######## conv_encoder_punct ########
### Clock wires, drivers and flops, conv_encoder_punct

Scale bar: 20 µm.
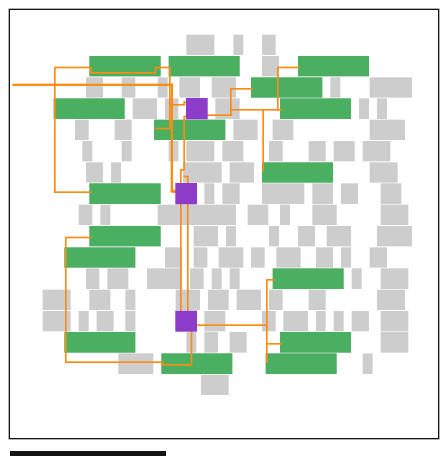

## config.mk

```make
export PLATFORM = sky130hd
export DESIGN_NAME = conv_encoder_punct
export DESIGN_NICKNAME = d
export VERILOG_FILES = /design/src/rtl/conv_enc_pkg.sv /design/src/rtl/conv_enc_core.sv /design/src/rtl/conv_encoder_punct.sv
export SDC_FILE = /design/constraint.sdc
export NUM_CORES = 1
export LEC_CHECK = 0
export CAP_MARGIN = 20
export CELL_PAD_IN_SITES_DETAIL_PLACEMENT = 1
export CELL_PAD_IN_SITES_GLOBAL_PLACEMENT = 1
export CORE_MARGIN = 3
export CORE_UTILIZATION = 40
export DETAILED_ROUTE_END_ITERATION = 10
export MAX_ROUTING_LAYER = met4
export PLACE_DENSITY_LB_ADDON = 0.3
export SYNTH_ARGS = -nofsm -noshare
export SYNTH_HDL_FRONTEND = slang
export SYNTH_SLANG_ARGS = --single-unit
export TNS_END_PERCENT = 5
```

## constraint.sdc

```tcl
create_clock -name iClk -period 2.2 [get_ports iClk]
set_input_delay 0.33 -clock iClk [delete_from_list [all_inputs] [get_ports iClk]]
set_output_delay 0.33 -clock iClk [all_outputs]
set_load 0.005 [all_outputs]
```

## src/rtl/conv_enc_pkg.sv

```systemverilog
// rtl/conv_enc_pkg.sv - rate codes, puncture tables and default generators for conv_encoder_punct
package conv_enc_pkg;

  typedef enum logic [1:0] {
    RATE_1_2  = 2'b00,
    RATE_2_3  = 2'b01,
    RATE_3_4  = 2'b10,
    RATE_RSVD = 2'b11
  } rate_e;

  typedef enum logic {
    ST_RUN,
    ST_TAIL
  } tail_state_e;

  localparam logic [6:0] G0_DEFAULT = 7'o133;
  localparam logic [6:0] G1_DEFAULT = 7'o171;
  localparam int         TAIL_CNT_W = 4;

  // Keep mask indexed [rate][phase]: bit 1 keeps generator A, bit 0 keeps generator B.
  localparam logic [1:0] KEEP_MASK [4][3] = '{
    '{2'b11, 2'b11, 2'b11},
    '{2'b11, 2'b10, 2'b11},
    '{2'b11, 2'b10, 2'b01},
    '{2'b11, 2'b11, 2'b11}
  };

  localparam logic [1:0] PHASE_MOD [4] = '{2'd1, 2'd2, 2'd3, 2'd1};

  function automatic rate_e norm_rate(input logic [1:0] r);
    return (r == 2'b11) ? RATE_1_2 : rate_e'(r);
  endfunction

  function automatic logic [1:0] next_phase(input logic [1:0] ph, input rate_e r);
    return ((ph + 2'd1) == PHASE_MOD[r]) ? 2'd0 : ph + 2'd1;
  endfunction

endpackage

```

## src/rtl/conv_enc_core.sv

```systemverilog
// rtl/conv_enc_core.sv - K-1 bit shift register and the two generator parity trees
module conv_enc_core
  import conv_enc_pkg::*;
#(
  parameter int           K  = 7,
  parameter logic [K-1:0] G0 = K'(G0_DEFAULT),
  parameter logic [K-1:0] G1 = K'(G1_DEFAULT)
) (
  input  logic clk,
  input  logic rst_n,
  input  logic clear,
  input  logic shift_en,
  input  logic in_bit,
  output logic enc_a,
  output logic enc_b
);

  logic [K-2:0] sreg_q, sreg_d;
  logic [K-1:0] taps;

  // sreg_q[K-2] is the bit delayed by one, sreg_q[0] the oldest.
  always_comb begin
    taps   = {in_bit, sreg_q};
    enc_a  = ^(G0 & taps);
    enc_b  = ^(G1 & taps);
    sreg_d = sreg_q;
    if (clear) begin
      sreg_d = '0;
    end else if (shift_en) begin
      sreg_d = {in_bit, sreg_q[K-2:1]};
    end
  end

  always_ff @(posedge clk or negedge rst_n) begin
    if (!rst_n) begin
      sreg_q <= '0;
    end else begin
      sreg_q <= sreg_d;
    end
  end

endmodule

```

## src/rtl/conv_encoder_punct.sv

```systemverilog
// rtl/conv_encoder_punct.sv - punctured convolutional encoder, 1 bit/cycle serial out
// Optional macro CONV_ENC_TAIL_EN: append K-1 zero tail bits after iInLast.
module conv_encoder_punct
  import conv_enc_pkg::*;
#(
  parameter int           K  = 7,
  parameter logic [K-1:0] G0 = K'(G0_DEFAULT),
  parameter logic [K-1:0] G1 = K'(G1_DEFAULT)
) (
  input  logic       iClk,
  input  logic       iRstN,
  input  logic       iClear,
  input  logic [1:0] iRate,
  input  logic       iInValid,
  input  logic       iInData,
  input  logic       iInLast,
  output logic       oInReady,
  output logic       oOutValid,
  output logic       oOutData,
  output logic       oOutLast,
  input  logic       iOutReady
);

`ifdef CONV_ENC_TAIL_EN
  localparam bit TAIL_EN = 1'b1;
`else
  localparam bit TAIL_EN = 1'b0;
`endif

  logic [1:0]            count_q, count_d;
  logic [1:0]            buf_q, buf_d;
  logic [1:0]            last_q, last_d;
  logic [1:0]            phase_q, phase_d;
  rate_e                 rate_q, rate_d;
  tail_state_e           state_q, state_d;
  logic [TAIL_CNT_W-1:0] tail_cnt_q, tail_cnt_d;

  logic       pop, can_load, in_ready, accept, tail_step, enc_step, enc_bit, frame_end;
  logic       enc_a, enc_b;
  logic [1:0] keep;

  conv_enc_core #(.K(K), .G0(G0), .G1(G1)) u_core (
    .clk      (iClk),
    .rst_n    (iRstN),
    .clear    (iClear),
    .shift_en (enc_step),
    .in_bit   (enc_bit),
    .enc_a    (enc_a),
    .enc_b    (enc_b)
  );

  always_comb begin
    count_d    = count_q;
    buf_d      = buf_q;
    last_d     = last_q;
    phase_d    = phase_q;
    rate_d     = rate_q;
    state_d    = state_q;
    tail_cnt_d = tail_cnt_q;
    frame_end  = 1'b0;

    pop       = (count_q != 2'd0) && iOutReady;
    // Loading is allowed when the buffer will be empty after this cycle's pop.
    can_load  = (count_q == 2'd0) || ((count_q == 2'd1) && iOutReady);
    in_ready  = can_load && (state_q == ST_RUN) && !iClear;
    accept    = iInValid && in_ready;
    tail_step = TAIL_EN && (state_q == ST_TAIL) && can_load && !iClear;
    enc_step  = accept || tail_step;
    enc_bit   = accept && iInData;
    keep      = KEEP_MASK[rate_q][phase_q];

    if (pop) begin
      buf_d   = {buf_q[1], buf_q[1]};
      last_d  = {last_q[1], last_q[1]};
      count_d = count_q - 2'd1;
    end

    if (enc_step) begin
      if (TAIL_EN) begin
        if (accept && iInLast) begin
          state_d    = ST_TAIL;
          tail_cnt_d = TAIL_CNT_W'(K - 1);
        end else if (tail_step) begin
          tail_cnt_d = tail_cnt_q - TAIL_CNT_W'(1);
          if (tail_cnt_q == TAIL_CNT_W'(1)) begin
            frame_end = 1'b1;
            state_d   = ST_RUN;
          end
        end
      end else begin
        frame_end = accept && iInLast;
      end

      case (keep)
        2'b11: begin
          buf_d   = {enc_b, enc_a};
          last_d  = {frame_end, 1'b0};
          count_d = 2'd2;
        end
        2'b10: begin
          buf_d[0]  = enc_a;
          last_d[0] = frame_end;
          count_d   = 2'd1;
        end
        default: begin
          buf_d[0]  = enc_b;
          last_d[0] = frame_end;
          count_d   = 2'd1;
        end
      endcase

      phase_d = frame_end ? 2'd0 : next_phase(phase_q, rate_q);
    end

    if (iClear) begin
      count_d    = 2'd0;
      last_d     = 2'b00;
      phase_d    = 2'd0;
      rate_d     = norm_rate(iRate);
      state_d    = ST_RUN;
      tail_cnt_d = '0;
    end
  end

  always_ff @(posedge iClk or negedge iRstN) begin
    if (!iRstN) begin
      count_q    <= 2'd0;
      buf_q      <= 2'b00;
      last_q     <= 2'b00;
      phase_q    <= 2'd0;
      rate_q     <= RATE_1_2;
      state_q    <= ST_RUN;
      tail_cnt_q <= '0;
    end else begin
      count_q    <= count_d;
      buf_q      <= buf_d;
      last_q     <= last_d;
      phase_q    <= phase_d;
      rate_q     <= rate_d;
      state_q    <= state_d;
      tail_cnt_q <= tail_cnt_d;
    end
  end

  assign oInReady  = in_ready;
  assign oOutValid = (count_q != 2'd0);
  assign oOutData  = buf_q[0];
  assign oOutLast  = last_q[0] && (count_q != 2'd0);

endmodule
```

######## caliptra_ss_bfm_rst_int_responder ########
**src/rtl/caliptra_ss_bfm_rst_int_responder.sv**
```systemverilog
// ============================================================================
// caliptra_ss_bfm_rst_int_responder
//
// Purpose:
//   Testbench-side responder that sits between the tb services block and the
//   caliptra_ss DUT reset/interrupt pins.
//   - Turns level-style reset request flags into pwrgood / rst_b sequences.
//   - Answers every request with a 4-phase done handshake.
//   - Turns per-bit toggle requests into MCU external interrupt levels.
//
// Ports:
//   core_clk, rst                  clock and synchronous active-high reset
//   assert_hard_rst_flag           request: power-off reset
//   deassert_hard_rst_flag         request: power-on release
//   assert_rst_flag                request: warm reset assert
//   deassert_rst_flag              request: warm reset release
//   *_done                         done for the matching request (4-phase)
//   toggle_cptra_ss_mcu_ext_int    per-bit interrupt toggle requests
//   cptra_ss_mcu_ext_int_o         interrupt lines to the MCU
//   cptra_ss_pwrgood_o             SoC power-good
//   cptra_ss_rst_b_o               SoC reset, active-low
//   test_pass_i                    pass indication from the checker
//   end_test_success               sticky end-of-test success
//   busy_o                         reset sequence in progress
//   seq_err_o                      sticky illegal-sequence flag
//
// Configuration macro:
//   CALIPTRA_SS_BFM_INT_PULSE_EN   when defined, each toggle edge produces a
//                                  single-cycle interrupt pulse instead of
//                                  inverting the interrupt level.
// ============================================================================
module caliptra_ss_bfm_rst_int_responder #(
  parameter int EXT_INT_W           = 255,
  parameter int HARD_RST_ASSERT_CYC = 16,
  parameter int RST_ASSERT_CYC      = 8,
  parameter int PWRGOOD_SETTLE_CYC  = 4
) (
  input  logic                 core_clk,
  input  logic                 rst,
  input  logic                 assert_hard_rst_flag,
  input  logic                 deassert_hard_rst_flag,
  input  logic                 assert_rst_flag,
  input  logic                 deassert_rst_flag,
  output logic                 assert_hard_rst_flag_done,
  output logic                 deassert_hard_rst_flag_done,
  output logic                 assert_rst_flag_done,
  output logic                 deassert_rst_flag_done,
  input  logic [EXT_INT_W-1:0] toggle_cptra_ss_mcu_ext_int,
  output logic [EXT_INT_W-1:0] cptra_ss_mcu_ext_int_o,
  output logic                 cptra_ss_pwrgood_o,
  output logic                 cptra_ss_rst_b_o,
  input  logic                 test_pass_i,
  output logic                 end_test_success,
  output logic                 busy_o,
  output logic                 seq_err_o
);

  localparam int MAX_AB  = (HARD_RST_ASSERT_CYC > RST_ASSERT_CYC) ? HARD_RST_ASSERT_CYC : RST_ASSERT_CYC;
  localparam int MAX_CYC = (MAX_AB > PWRGOOD_SETTLE_CYC) ? MAX_AB : PWRGOOD_SETTLE_CYC;
  localparam int CNT_W   = $clog2(MAX_CYC + 1);

  // The counter is loaded with N-1 on entry and the state is left on the
  // cycle it reads 0, so each hold state lasts exactly N cycles.
  localparam logic [CNT_W-1:0] HARD_LOAD   = CNT_W'(HARD_RST_ASSERT_CYC - 1);
  localparam logic [CNT_W-1:0] WARM_LOAD   = CNT_W'(RST_ASSERT_CYC - 1);
  localparam logic [CNT_W-1:0] SETTLE_LOAD = CNT_W'(PWRGOOD_SETTLE_CYC - 1);

  typedef enum logic [2:0] {
    IDLE,
    HARD_HOLD,
    PG_SETTLE,
    WARM_HOLD,
    DONE
  } state_e;

  // Request index, also the bit position in the request vectors.
  typedef enum logic [1:0] {
    REQ_AH = 2'd0,
    REQ_DH = 2'd1,
    REQ_AR = 2'd2,
    REQ_DR = 2'd3
  } req_e;

  state_e           state_q, state_d;
  req_e             active_q, active_d;
  logic [CNT_W-1:0] cnt_q, cnt_d;
  logic             pwrgood_q, pwrgood_d;
  logic             rst_b_q, rst_b_d;
  logic             seq_err_q, seq_err_d;
  logic             ets_q;

  logic [3:0] req_flag;
  logic [3:0] req_q;
  logic [3:0] req_edge;
  logic [3:0] pending_q;
  logic [3:0] req_any;
  logic [3:0] start_clr;

  logic [EXT_INT_W-1:0] tog_q;
  logic [EXT_INT_W-1:0] tog_edge;
  logic [EXT_INT_W-1:0] ext_q;

  assign req_flag = {deassert_rst_flag, assert_rst_flag,
                     deassert_hard_rst_flag, assert_hard_rst_flag};
  assign req_edge = req_flag & ~req_q;
  // An edge seen this cycle can start a sequence without waiting a cycle
  // to land in the pending register first.
  assign req_any  = pending_q | req_edge;
  assign tog_edge = toggle_cptra_ss_mcu_ext_int & ~tog_q;

  // Next-state logic for the reset sequencer.
  always_comb begin
    state_d   = state_q;
    active_d  = active_q;
    cnt_d     = cnt_q;
    pwrgood_d = pwrgood_q;
    rst_b_d   = rst_b_q;
    seq_err_d = seq_err_q;
    start_clr = '0;

    unique case (state_q)
      IDLE: begin
        if (req_any[REQ_AH]) begin
          state_d   = HARD_HOLD;
          active_d  = REQ_AH;
          cnt_d     = HARD_LOAD;
          pwrgood_d = 1'b0;
          rst_b_d   = 1'b0;
          start_clr = 4'b0001;
        end else if (req_any[REQ_DH]) begin
          state_d   = PG_SETTLE;
          active_d  = REQ_DH;
          cnt_d     = SETTLE_LOAD;
          pwrgood_d = 1'b1;
          start_clr = 4'b0010;
        end else if (req_any[REQ_AR]) begin
          state_d   = WARM_HOLD;
          active_d  = REQ_AR;
          cnt_d     = WARM_LOAD;
          rst_b_d   = 1'b0;
          start_clr = 4'b0100;
        end else if (req_any[REQ_DR]) begin
          // Releasing warm reset without power is illegal: rst_b stays low
          // but the request is still answered so the caller never stalls.
          state_d   = DONE;
          active_d  = REQ_DR;
          start_clr = 4'b1000;
          if (pwrgood_q) begin
            rst_b_d = 1'b1;
          end else begin
            seq_err_d = 1'b1;
          end
        end
      end

      HARD_HOLD: begin
        if (cnt_q == '0) begin
          state_d = DONE;
        end else begin
          cnt_d = cnt_q - 1'b1;
        end
      end

      PG_SETTLE, WARM_HOLD: begin
        // A fresh power-off request aborts a settle or warm hold; the
        // aborted request never sees its done.
        if (req_edge[REQ_AH]) begin
          state_d   = HARD_HOLD;
          active_d  = REQ_AH;
          cnt_d     = HARD_LOAD;
          pwrgood_d = 1'b0;
          rst_b_d   = 1'b0;
          seq_err_d = 1'b1;
          start_clr = 4'b0001;
        end else if (cnt_q == '0) begin
          state_d = DONE;
          if (state_q == PG_SETTLE) begin
            rst_b_d = 1'b1;
          end
        end else begin
          cnt_d = cnt_q - 1'b1;
        end
      end

      DONE: begin
        if (!req_flag[active_q]) begin
          state_d = IDLE;
        end
      end

      default: begin
        state_d = IDLE;
      end
    endcase
  end

  // Sequencer state, request edge detection and pending bookkeeping.
  // During reset the previous-value registers track the inputs so a flag
  // held high across reset release is not mistaken for a new request.
  always_ff @(posedge core_clk) begin
    if (rst) begin
      state_q   <= IDLE;
      active_q  <= REQ_AH;
      cnt_q     <= '0;
      pwrgood_q <= 1'b0;
      rst_b_q   <= 1'b0;
      seq_err_q <= 1'b0;
      ets_q     <= 1'b0;
      req_q     <= req_flag;
      pending_q <= '0;
    end else begin
      state_q   <= state_d;
      active_q  <= active_d;
      cnt_q     <= cnt_d;
      pwrgood_q <= pwrgood_d;
      rst_b_q   <= rst_b_d;
      seq_err_q <= seq_err_d;
      req_q     <= req_flag;
      pending_q <= (pending_q | req_edge) & ~start_clr;
      if (test_pass_i && (state_q == IDLE) && pwrgood_q) begin
        ets_q <= 1'b1;
      end
    end
  end

  // Interrupt lines run independently of the reset sequencer.
  always_ff @(posedge core_clk) begin
    if (rst) begin
      tog_q <= toggle_cptra_ss_mcu_ext_int;
      ext_q <= '0;
    end else begin
      tog_q <= toggle_cptra_ss_mcu_ext_int;
`ifdef CALIPTRA_SS_BFM_INT_PULSE_EN
      ext_q <= tog_edge;
`else
      ext_q <= ext_q ^ tog_edge;
`endif
    end
  end

  // Done decode: only the request that owns the DONE state is answered.
  always_comb begin
    assert_hard_rst_flag_done   = 1'b0;
    deassert_hard_rst_flag_done = 1'b0;
    assert_rst_flag_done        = 1'b0;
    deassert_rst_flag_done      = 1'b0;
    if (state_q == DONE) begin
      unique case (active_q)
        REQ_AH:  assert_hard_rst_flag_done   = 1'b1;
        REQ_DH:  deassert_hard_rst_flag_done = 1'b1;
        REQ_AR:  assert_rst_flag_done        = 1'b1;
        REQ_DR:  deassert_rst_flag_done      = 1'b1;
        default: assert_hard_rst_flag_done   = 1'b0;
      endcase
    end
  end

  assign cptra_ss_pwrgood_o     = pwrgood_q;
  assign cptra_ss_rst_b_o       = rst_b_q;
  assign seq_err_o              = seq_err_q;
  assign end_test_success       = ets_q;
  assign busy_o                 = (state_q != IDLE);
  assign cptra_ss_mcu_ext_int_o = ext_q;

endmodule

```
**config.mk**
```make
export PLATFORM = sky130hd
export DESIGN_NAME = caliptra_ss_bfm_rst_int_responder
export DESIGN_NICKNAME = d
export VERILOG_FILES = /design/src/rtl/caliptra_ss_bfm_rst_int_responder.sv
export SDC_FILE = /design/constraint.sdc
export NUM_CORES = 1
export LEC_CHECK = 0
export CAP_MARGIN = 20
export CORE_AREA = 4 4 204 206
export CTS_CLUSTER_SIZE = 12
export DETAILED_ROUTE_END_ITERATION = 7
export DIE_AREA = 0 0 208 210
export DONT_BUFFER_PORTS = 1
export PLACE_DENSITY_LB_ADDON = 0.2
export SLEW_MARGIN = 5
export SYNTH_ARGS = -nofsm -noshare
export SYNTH_HDL_FRONTEND = slang
export SYNTH_SLANG_ARGS = --single-unit
```
**constraint.sdc**
```tcl
create_clock -name core_clk -period 4.2 [get_ports core_clk]
set_clock_uncertainty 0.05 [all_clocks]
set_input_delay 0.42 -clock core_clk [delete_from_list [all_inputs] [get_ports core_clk]]
set_output_delay 0.42 -clock core_clk [all_outputs]
set_load 0.03 [all_outputs]
```
######## out_eval_ctrl_flat ########
<file path="config.mk">
export PLATFORM = sky130hd
export DESIGN_NAME = out_eval_ctrl_flat
export DESIGN_NICKNAME = d
export VERILOG_FILES = /design/src/rtl/out_eval_ctrl_if.sv /design/src/rtl/out_eval_ctrl.sv /design/src/flat_wrapper.sv
export SDC_FILE = /design/constraint.sdc
export NUM_CORES = 1
export LEC_CHECK = 0
export ABC_AREA = 1
export CORE_ASPECT_RATIO = 1.2
export CORE_MARGIN = 2
export CORE_UTILIZATION = 35
export CTS_CLUSTER_DIAMETER = 200
export CTS_CLUSTER_SIZE = 20
export DETAILED_ROUTE_END_ITERATION = 8
export GPL_TIMING_DRIVEN = 1
export MAX_ROUTING_LAYER = met4
export PLACE_DENSITY = 0.61
export SYNTH_ARGS = -nofsm -noshare
export SYNTH_HDL_FRONTEND = slang
export SYNTH_SLANG_ARGS = --single-unit
</file>
<file path="constraint.sdc">
create_clock -name clk -period 2.1 [get_ports clk]
set_input_delay 0.315 -clock clk [delete_from_list [all_inputs] [get_ports clk]]
set_output_delay 0.315 -clock clk [all_outputs]
set_load 0.05 [all_outputs]
</file>
<file path="src/rtl/out_eval_ctrl_if.sv">
// ============================================================================
// out_eval_ctrl_if : LBIST out_eval control/status and MISR bundle
// Optional port sig_cap is present only with OUT_EVAL_SIG_CAPTURE_EN defined.
// Revision: 1.0
// ============================================================================
`default_nettype none

interface out_eval_ctrl_if #(
  parameter int N     = 24,
  parameter int CNT_W = 16
);
  logic             start;
  logic [N-1:0]     misr_sig;
  logic             misr_en;
  logic             misr_rst_n;
  logic [CNT_W-1:0] pat_cnt;
  logic             busy;
  logic             done;
  logic             pass;
`ifdef OUT_EVAL_SIG_CAPTURE_EN
  logic [N-1:0]     sig_cap;

  modport slave (
    input  start, misr_sig,
    output misr_en, misr_rst_n, pat_cnt, busy, done, pass, sig_cap
  );
  modport master (
    output start, misr_sig,
    input  misr_en, misr_rst_n, pat_cnt, busy, done, pass, sig_cap
  );
`else
  modport slave (
    input  start, misr_sig,
    output misr_en, misr_rst_n, pat_cnt, busy, done, pass
  );
  modport master (
    output start, misr_sig,
    input  misr_en, misr_rst_n, pat_cnt, busy, done, pass
  );
`endif
endinterface

`default_nettype wire

</file>
<file path="src/rtl/out_eval_ctrl.sv">
// ============================================================================
// out_eval_ctrl : LBIST output-evaluation session controller (seed/run/check)
// Optional: OUT_EVAL_SIG_CAPTURE_EN adds the sig_cap diagnostic register.
// Revision: 1.0
// ============================================================================
`default_nettype none

module out_eval_ctrl #(
  parameter int             N        = 24,
  parameter int             PATTERNS = 1000,
  parameter int             CNT_W    = 16,
  parameter logic [N-1:0]   GOLDEN   = '0
) (
  input  wire logic        clk,
  input  wire logic        rst_n,
  out_eval_ctrl_if.slave   ctrl
);

  typedef enum logic [2:0] {
    ST_IDLE  = 3'd0,
    ST_SEED  = 3'd1,
    ST_RUN   = 3'd2,
    ST_CHECK = 3'd3,
    ST_DONE  = 3'd4
  } state_t;

  localparam logic [CNT_W-1:0] C_LAST = CNT_W'(PATTERNS - 1);

  state_t           state_q, state_d;
  logic [CNT_W-1:0] cnt_q, cnt_d;
  logic             pass_q, pass_d;
  logic             en_q;
  logic             misr_rst_n_q;
  logic             busy_q;
  logic             done_q;

  always_comb begin
    state_d = state_q;
    cnt_d   = cnt_q;
    pass_d  = pass_q;
    case (state_q)
      ST_IDLE:  if (ctrl.start) state_d = ST_SEED;
      ST_SEED:  state_d = ST_RUN;
      ST_RUN: begin
        if (cnt_q == C_LAST) state_d = ST_CHECK;
        else                 cnt_d   = cnt_q + 1'b1;
      end
      ST_CHECK: begin
        pass_d  = (ctrl.misr_sig == GOLDEN);
        state_d = ST_DONE;
      end
      ST_DONE:  if (ctrl.start) state_d = ST_SEED;
      default:  state_d = ST_IDLE;
    endcase
    // Entering SEED wipes the previous result and rewinds the pattern index.
    if (state_d == ST_SEED) begin
      cnt_d  = '0;
      pass_d = 1'b0;
    end
  end

  // Outputs are registered from the next state so they line up with state_q.
  always_ff @(posedge clk or negedge rst_n) begin
    if (!rst_n) begin
      state_q      <= ST_IDLE;
      cnt_q        <= '0;
      pass_q       <= 1'b0;
      en_q         <= 1'b0;
      misr_rst_n_q <= 1'b0;
      busy_q       <= 1'b0;
      done_q       <= 1'b0;
    end else begin
      state_q      <= state_d;
      cnt_q        <= cnt_d;
      pass_q       <= pass_d;
      en_q         <= (state_d == ST_RUN);
      misr_rst_n_q <= (state_d != ST_SEED);
      busy_q       <= (state_d inside {ST_SEED, ST_RUN, ST_CHECK});
      done_q       <= (state_d == ST_DONE);
    end
  end

`ifdef OUT_EVAL_SIG_CAPTURE_EN
  logic [N-1:0] sig_cap_q;

  always_ff @(posedge clk or negedge rst_n) begin
    if (!rst_n)                  sig_cap_q <= '0;
    else if (state_q == ST_CHECK) sig_cap_q <= ctrl.misr_sig;
  end

  assign ctrl.sig_cap = sig_cap_q;
`endif

  assign ctrl.misr_en    = en_q;
  assign ctrl.misr_rst_n = misr_rst_n_q;
  assign ctrl.pat_cnt    = cnt_q;
  assign ctrl.busy       = busy_q;
  assign ctrl.done       = done_q;
  assign ctrl.pass       = pass_q;

endmodule

`default_nettype wire

</file>
<file path="src/flat_wrapper.sv">
// flat-port wrapper written by rule: the top's interface ports become plain ports
module out_eval_ctrl_flat 
#(
  parameter int             N        = 24,
  parameter int             PATTERNS = 1000,
  parameter int             CNT_W    = 16,
  parameter logic [N-1:0]   GOLDEN   = '0
)
  (clk, rst_n, ctrl_start, ctrl_misr_sig, ctrl_misr_en, ctrl_misr_rst_n, ctrl_pat_cnt, ctrl_busy, ctrl_done, ctrl_pass);
  out_eval_ctrl_if #(.N(N), .CNT_W(CNT_W)) ctrl_i ();
  input  wire logic clk;
  input  wire logic rst_n;
  input wire logic [$bits(ctrl_i.start)-1:0] ctrl_start;
  input wire logic [$bits(ctrl_i.misr_sig)-1:0] ctrl_misr_sig;
  output wire logic [$bits(ctrl_i.misr_en)-1:0] ctrl_misr_en;
  output wire logic [$bits(ctrl_i.misr_rst_n)-1:0] ctrl_misr_rst_n;
  output wire logic [$bits(ctrl_i.pat_cnt)-1:0] ctrl_pat_cnt;
  output wire logic [$bits(ctrl_i.busy)-1:0] ctrl_busy;
  output wire logic [$bits(ctrl_i.done)-1:0] ctrl_done;
  output wire logic [$bits(ctrl_i.pass)-1:0] ctrl_pass;
  assign ctrl_i.start = ctrl_start;
  assign ctrl_i.misr_sig = ctrl_misr_sig;
  assign ctrl_misr_en = ctrl_i.misr_en;
  assign ctrl_misr_rst_n = ctrl_i.misr_rst_n;
  assign ctrl_pat_cnt = ctrl_i.pat_cnt;
  assign ctrl_busy = ctrl_i.busy;
  assign ctrl_done = ctrl_i.done;
  assign ctrl_pass = ctrl_i.pass;
  out_eval_ctrl #(.N(N), .PATTERNS(PATTERNS), .CNT_W(CNT_W), .GOLDEN(GOLDEN)) u_core (.clk(clk), .rst_n(rst_n), .ctrl(ctrl_i));
endmodule
</file>
######## mul24_share_ctrl_flat ########
===== config.mk =====
export PLATFORM = sky130hd
export DESIGN_NAME = mul24_share_ctrl_flat
export DESIGN_NICKNAME = d
export VERILOG_FILES = /design/src/rtl/mul24_share_ctrl_if.sv /design/src/rtl/mul24_share_ctrl.sv /design/src/flat_wrapper.sv
export SDC_FILE = /design/constraint.sdc
export NUM_CORES = 2
export LEC_CHECK = 0
export ABC_AREA = 1
export CAP_MARGIN = 20
export CORE_MARGIN = 1
export CORE_UTILIZATION = 34
export DETAILED_ROUTE_END_ITERATION = 12
export PLACE_DENSITY = 0.54
export REMOVE_ABC_BUFFERS = 1
export SYNTH_ARGS = -nofsm -noshare
export SYNTH_HDL_FRONTEND = slang
export SYNTH_SLANG_ARGS = --single-unit

===== constraint.sdc =====
create_clock -name clk -period 20 [get_ports clk]
set_input_delay 6 -clock clk [delete_from_list [all_inputs] [get_ports clk]]
set_output_delay 6 -clock clk [all_outputs]
set_load 0.02 [all_outputs]

===== src/rtl/mul24_share_ctrl_if.sv =====
// mul24_share_ctrl_if
//   Request and response bus of the shared 24x24 mantissa multiplier.
//   master: requesters and response consumer (drive req_*, rsp_ready).
//   slave : mul24_share_ctrl (drives req_ready and rsp_*).
//   req_valid/req_ready : per-requester handshake, bit i = requester i
//   req_a0/req_b0       : requester 0 mantissas (24b, hidden bit included)
//   req_a1/req_b1       : requester 1 mantissas
//   rsp_valid/rsp_ready : response handshake
//   rsp_id              : requester that issued the product
//   rsp_y               : 48b unsigned product
interface mul24_share_ctrl_if;
    logic [1:0]  req_valid;
    logic [1:0]  req_ready;
    logic [23:0] req_a0;
    logic [23:0] req_b0;
    logic [23:0] req_a1;
    logic [23:0] req_b1;
    logic        rsp_valid;
    logic        rsp_ready;
    logic        rsp_id;
    logic [47:0] rsp_y;

    modport master (
        output req_valid, req_a0, req_b0, req_a1, req_b1, rsp_ready,
        input  req_ready, rsp_valid, rsp_id, rsp_y
    );

    modport slave (
        input  req_valid, req_a0, req_b0, req_a1, req_b1, rsp_ready,
        output req_ready, rsp_valid, rsp_id, rsp_y
    );
endinterface


===== src/rtl/mul24_share_ctrl.sv =====
// mul24_share_ctrl
//   Shares one combinational 24x24 mantissa multiplier between two
//   requesters. Round-robin grant, S1 operand register -> mul_24bit ->
//   S2 product register, one tagged response channel with backpressure.
//   Ports:
//     clk  : clock, rising edge
//     rst  : asynchronous active-high reset
//     bus  : mul24_share_ctrl_if.slave (request/response handshakes)
//     busy : any pipeline stage occupied
//   Parameter PRIO_INIT: requester holding priority after reset.

// Exact unsigned 24x24 -> 48 product, purely combinational.
module mul_24bit (
    input  logic [23:0] a,
    input  logic [23:0] b,
    output logic [47:0] y
);
    assign y = 48'(a) * 48'(b);
endmodule

module mul24_share_ctrl #(
    parameter bit PRIO_INIT = 1'b0
) (
    input  logic                clk,
    input  logic                rst,
    mul24_share_ctrl_if.slave   bus,
    output logic                busy
);
    logic        s1_valid;
    logic [23:0] s1_a;
    logic [23:0] s1_b;
    logic        s1_id;
    logic        s2_valid;
    logic [47:0] s2_y;
    logic        s2_id;
    logic [47:0] prod;
    logic        ptr;
    logic        adv2;
    logic        load1;
    logic [1:0]  ready;
    logic [1:0]  hs;

    // A requester is held off only when the other one is also valid and
    // owns priority, so at most one handshake can happen per cycle.
    always_comb begin
        adv2     = ~s2_valid | bus.rsp_ready;
        load1    = ~s1_valid | adv2;
        ready[0] = ~rst & load1 & ~(bus.req_valid[1] & ptr);
        ready[1] = ~rst & load1 & ~(bus.req_valid[0] & ~ptr);
        hs       = bus.req_valid & ready;
    end

    mul_24bit u_mul (
        .a (s1_a),
        .b (s1_b),
        .y (prod)
    );

    always_ff @(posedge clk or posedge rst) begin
        if (rst) begin
            ptr <= PRIO_INIT;
        end else if (hs[0]) begin
            ptr <= 1'b1;
        end else if (hs[1]) begin
            ptr <= 1'b0;
        end
    end

    always_ff @(posedge clk or posedge rst) begin
        if (rst) begin
            s1_valid <= 1'b0;
            s1_a     <= '0;
            s1_b     <= '0;
            s1_id    <= 1'b0;
        end else if (load1) begin
            s1_valid <= |hs;
            if (hs[1]) begin
                s1_a  <= bus.req_a1;
                s1_b  <= bus.req_b1;
                s1_id <= 1'b1;
            end else if (hs[0]) begin
                s1_a  <= bus.req_a0;
                s1_b  <= bus.req_b0;
                s1_id <= 1'b0;
            end
        end
    end

    always_ff @(posedge clk or posedge rst) begin
        if (rst) begin
            s2_valid <= 1'b0;
            s2_y     <= '0;
            s2_id    <= 1'b0;
        end else if (adv2) begin
            s2_valid <= s1_valid;
            s2_y     <= prod;
            s2_id    <= s1_id;
        end
    end

    assign bus.req_ready = ready;
    assign bus.rsp_valid = s2_valid;
    assign bus.rsp_y     = s2_y;
    assign bus.rsp_id    = s2_id;
    assign busy          = s1_valid | s2_valid;
endmodule

===== src/flat_wrapper.sv =====
// flat-port wrapper written by rule: the top's interface ports become plain ports
module mul24_share_ctrl_flat 
#(
    parameter bit PRIO_INIT = 1'b0
)
  (clk, rst, busy, bus_req_valid, bus_req_a0, bus_req_b0, bus_req_a1, bus_req_b1, bus_rsp_ready, bus_req_ready, bus_rsp_valid, bus_rsp_id, bus_rsp_y);
  mul24_share_ctrl_if bus_i ();
  input  logic clk;
  input  logic rst;
  output logic busy;
  input wire logic [$bits(bus_i.req_valid)-1:0] bus_req_valid;
  input wire logic [$bits(bus_i.req_a0)-1:0] bus_req_a0;
  input wire logic [$bits(bus_i.req_b0)-1:0] bus_req_b0;
  input wire logic [$bits(bus_i.req_a1)-1:0] bus_req_a1;
  input wire logic [$bits(bus_i.req_b1)-1:0] bus_req_b1;
  input wire logic [$bits(bus_i.rsp_ready)-1:0] bus_rsp_ready;
  output wire logic [$bits(bus_i.req_ready)-1:0] bus_req_ready;
  output wire logic [$bits(bus_i.rsp_valid)-1:0] bus_rsp_valid;
  output wire logic [$bits(bus_i.rsp_id)-1:0] bus_rsp_id;
  output wire logic [$bits(bus_i.rsp_y)-1:0] bus_rsp_y;
  assign bus_i.req_valid = bus_req_valid;
  assign bus_i.req_a0 = bus_req_a0;
  assign bus_i.req_b0 = bus_req_b0;
  assign bus_i.req_a1 = bus_req_a1;
  assign bus_i.req_b1 = bus_req_b1;
  assign bus_i.rsp_ready = bus_rsp_ready;
  assign bus_req_ready = bus_i.req_ready;
  assign bus_rsp_valid = bus_i.rsp_valid;
  assign bus_rsp_id = bus_i.rsp_id;
  assign bus_rsp_y = bus_i.rsp_y;
  mul24_share_ctrl #(.PRIO_INIT(PRIO_INIT)) u_core (.clk(clk), .rst(rst), .bus(bus_i), .busy(busy));
endmodule

### Clock wires, drivers and flops, mul24_share_ctrl_flat

Scale bar: 100 µm.
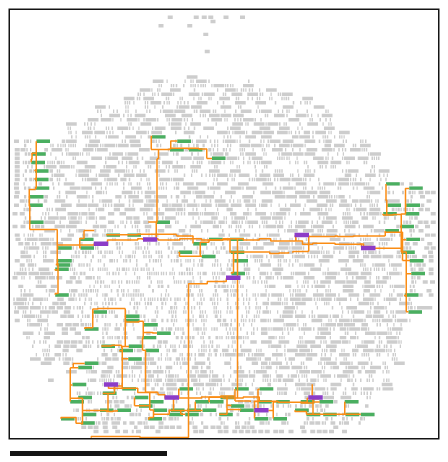
clock drivers: in purple, count 9. clock wires: in orange, length 2010 µm. flip-flops: in green, count 101.
There are 10 routed clock nets.

==> deck_impl_summary.md, mul24_share_ctrl_flat <==
Flow Results at a Glance

Yosys
  • XOR/XNOR Fraction of Synth Area: 0.00704
  • Dominant Register Cell: dfrtp_1

Setup path
  • Critical-path top delay cell: clkdlybuf4s50_1
  • Reg-to-reg startpoint: u_core.s1_a[16]$_DFFE_PP0P_
  • Largest stage delay, worst path: 620 ps

Flow run
  • Log Warnings: 25

Clocking
  • Cells resized by post-CTS repair: 0

Outcome
  • Status: complete, no violations

Placement
  • Cell Area, Placed: 27300 µm²
  • Final GP Congestion: 0.880

Timing
  • Fin Setup TNS: 0 ps
  • Final Hold Fails: 0

Layout
  • Fill cells: 7612

Routing
  • Via/cell ratio: 4.52

Hold path
  • Hold path depth: 2
### Clock wires, drivers and flops, out_eval_ctrl_flat

Scale bar: 20 µm.
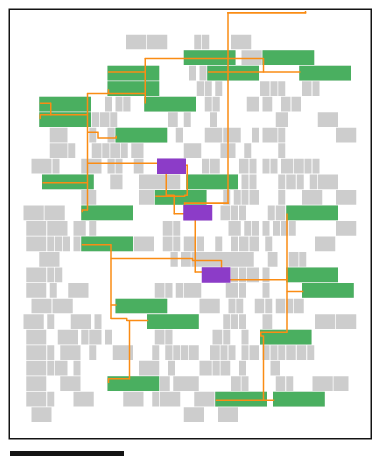
flip-flops: in green, count 24. clock drivers: in purple, count 3. clock wires: in orange, length 350 µm.
Position of the flops: all over the die. There are 4 routed clock nets.

==> deck_impl_summary.md, out_eval_ctrl_flat <==
Flow Results at a Glance

Flow run
  • Log Warnings: 26

Setup path
  • Worst setup path startpoint: u_core.ctrl.pat_cnt[5]$_DFFE_PN0P_
  • Worst path bufs/invs: 1
  • Critical Path AT: 1640 ps

Placement
  • IO Port Bufs: 47
  • Final GP Congestion: 0.868
  • Dpl cells: 309

Floorplan
  • Well tap count: 54

Clocking
  • Clock buffer depth: 2
  • Clock-pin slew on the worst setup and hold paths: 90 ps
  • Setup bufs post-CTS: 0

Outcome
  • Status: complete, no violations

Timing
  • WHS: 398 ps

Layout
  • Post-route insts no fill: 313

Yosys
  • Post-synth regs: 24

Global routing
  • Gr usage total: 0.174
### Register map, names as in the netlist, conv_encoder_punct

Other sequential cells in the stronger grey, the rest of the logic in the fainter grey.
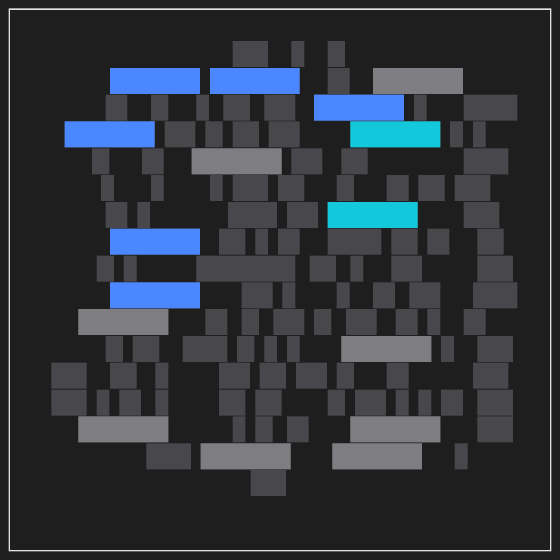
u_core.sreg_q: in blue, sequential cells 6. buf_q: in cyan, sequential cells 2.
Another 8 sequential cells are not coloured.

## Picture notes: 'Clock wires, drivers and flops' of conv_encoder_punct
clock wires: in orange, length 231 µm. clock drivers: in purple, count 3. flip-flops: in green, count 16.
There are 4 routed clock nets.

==> deck_impl_summary.md, conv_encoder_punct <==
Flow Results at a Glance

Outcome
  • Status: complete, no violations

Clocking
  • Setup bufs post-CTS: 0
  • CTS tree: yes
  • Clock sink total: 16
  • Cells resized by post-CTS repair: 0

Floorplan
  • Chip width: 54.8 µm
  • Chip area: 3000 µm²

Routing
  • Antenna Nets Post-Route: 0
  • Residual DRC: 0
  • Initial DRC count: 7

Global routing
  • Largest net degree at the start of global routing: 17
  • Initial antenna violation count: 0

Layout
  • Most instantiated logic cells after routing: 16 x dfrtp_1, 13 x nand2_1, 11 x clkdlybuf4s50_1, 7 x inv_1, 6 x nand2b_1
  • Number of flip-flops in the largest register: 6
  • Clock buffers: 4
  • Buffering overhead: 0.126
  • Flop share of the area: 0.349

Yosys
  • Flip-flops with a built-in enable: 0
  • Ys cells: 101
  • Yosys stat chip area: 952 µm²
  • Seq/Total Area, Yosys: 0.420
  • Cell Type Count: 33

Setup path
  • Critical-path top delay cell: clkdlybuf4s50_1
  • WP depth: 4

Timing
  • WHS: 467 ps

Placement
  • Post-place setup slack: 271 ps
### Clock wires, drivers and flops, caliptra_ss_bfm_rst_int_responder

Scale bar: 50 µm.
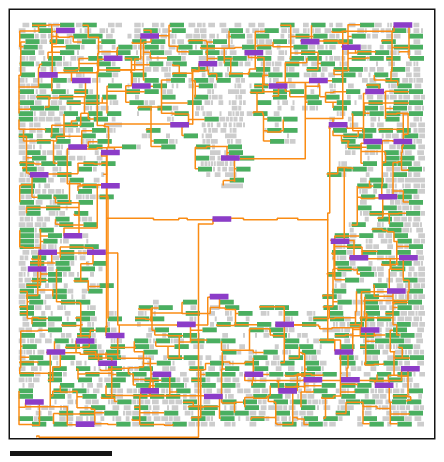
flip-flops: in green, count 532. clock wires: in orange, length 6180 µm. clock drivers: in purple, count 53.
Position of the flops: all over the die. There are 54 routed clock nets.

==> deck_impl_summary.md, caliptra_ss_bfm_rst_int_responder <==
Flow Results at a Glance

Yosys
  • Top cells by area: dfxtp_1 66%, xnor2_1 14%, nor2b_1 9.9%, nor2_1 6.1%, clkbuf_1 0.67%
  • Ys cells: 1426
  • Per-instance average area after synthesis: 11.3 µm²

Setup path
  • WS Path Type: register to output port
  • Worst setup path startpoint: state_q[2]$_SDFFE_PP0P_
  • Worst R2R End: cnt_q[1]$_SDFFE_PP0P_

Clocking
  • Cells resized by post-CTS repair: 0
  • CTS Buf Count: 53
  • Clock sink total: 532

Hold path
  • Worst min path class: input port to register

Placement
  • IO Port Bufs: 0

Layout
  • Non-clk bufs: 313
  • Comb area share: 0.251

Routing
  • Residual DRC: 0

Floorplan
  • Chip area: 43700 µm²

Global routing
  • M3 GR Usage: 0.0761

Outcome
  • Status: complete, no violations


## Gallery

Placement by cell class.
(a)
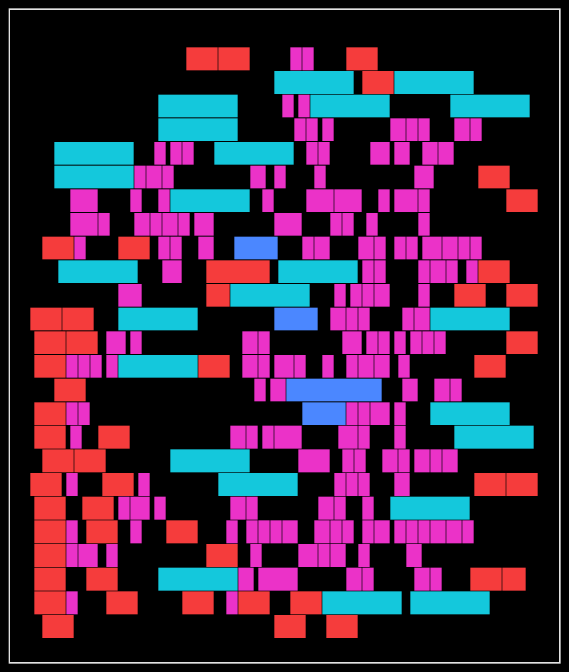
(b)
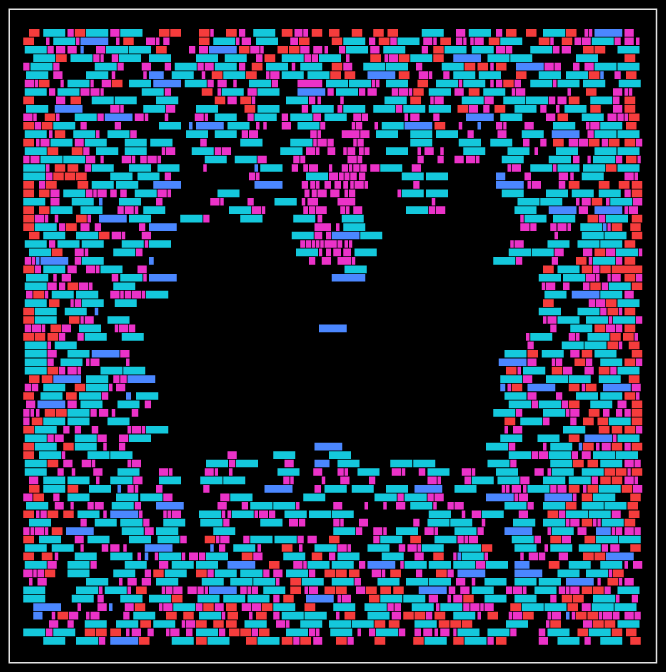
(c)
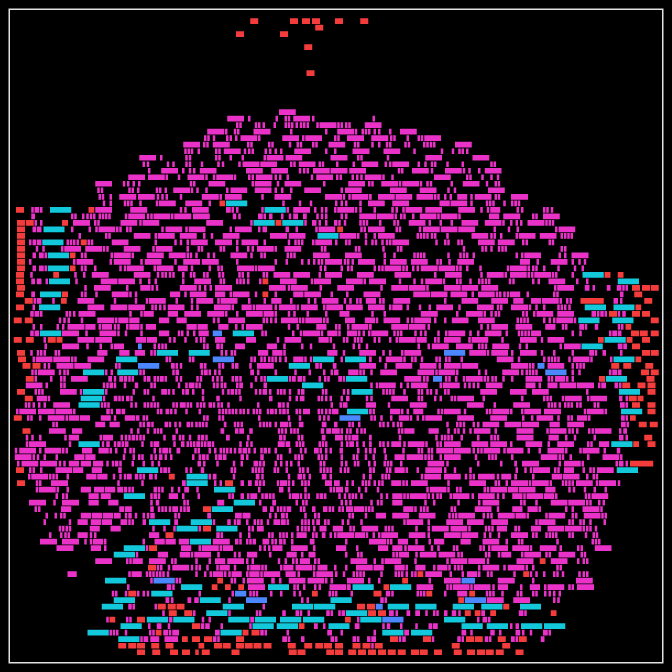
(d)
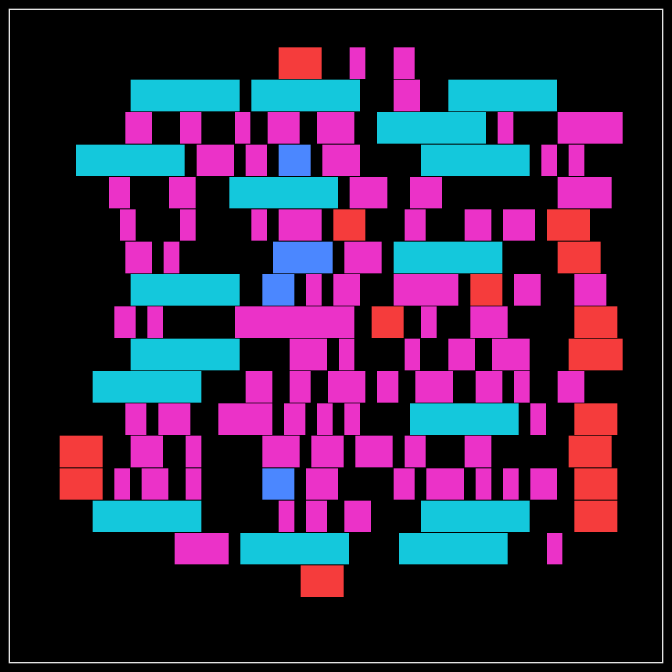
- mul24_share_ctrl_flat = (c)
- out_eval_ctrl_flat = (a)
- caliptra_ss_bfm_rst_int_responder = (b)
- conv_encoder_punct = (d)
- fewest sequential cells: (d)
- most sequential cells: (b)

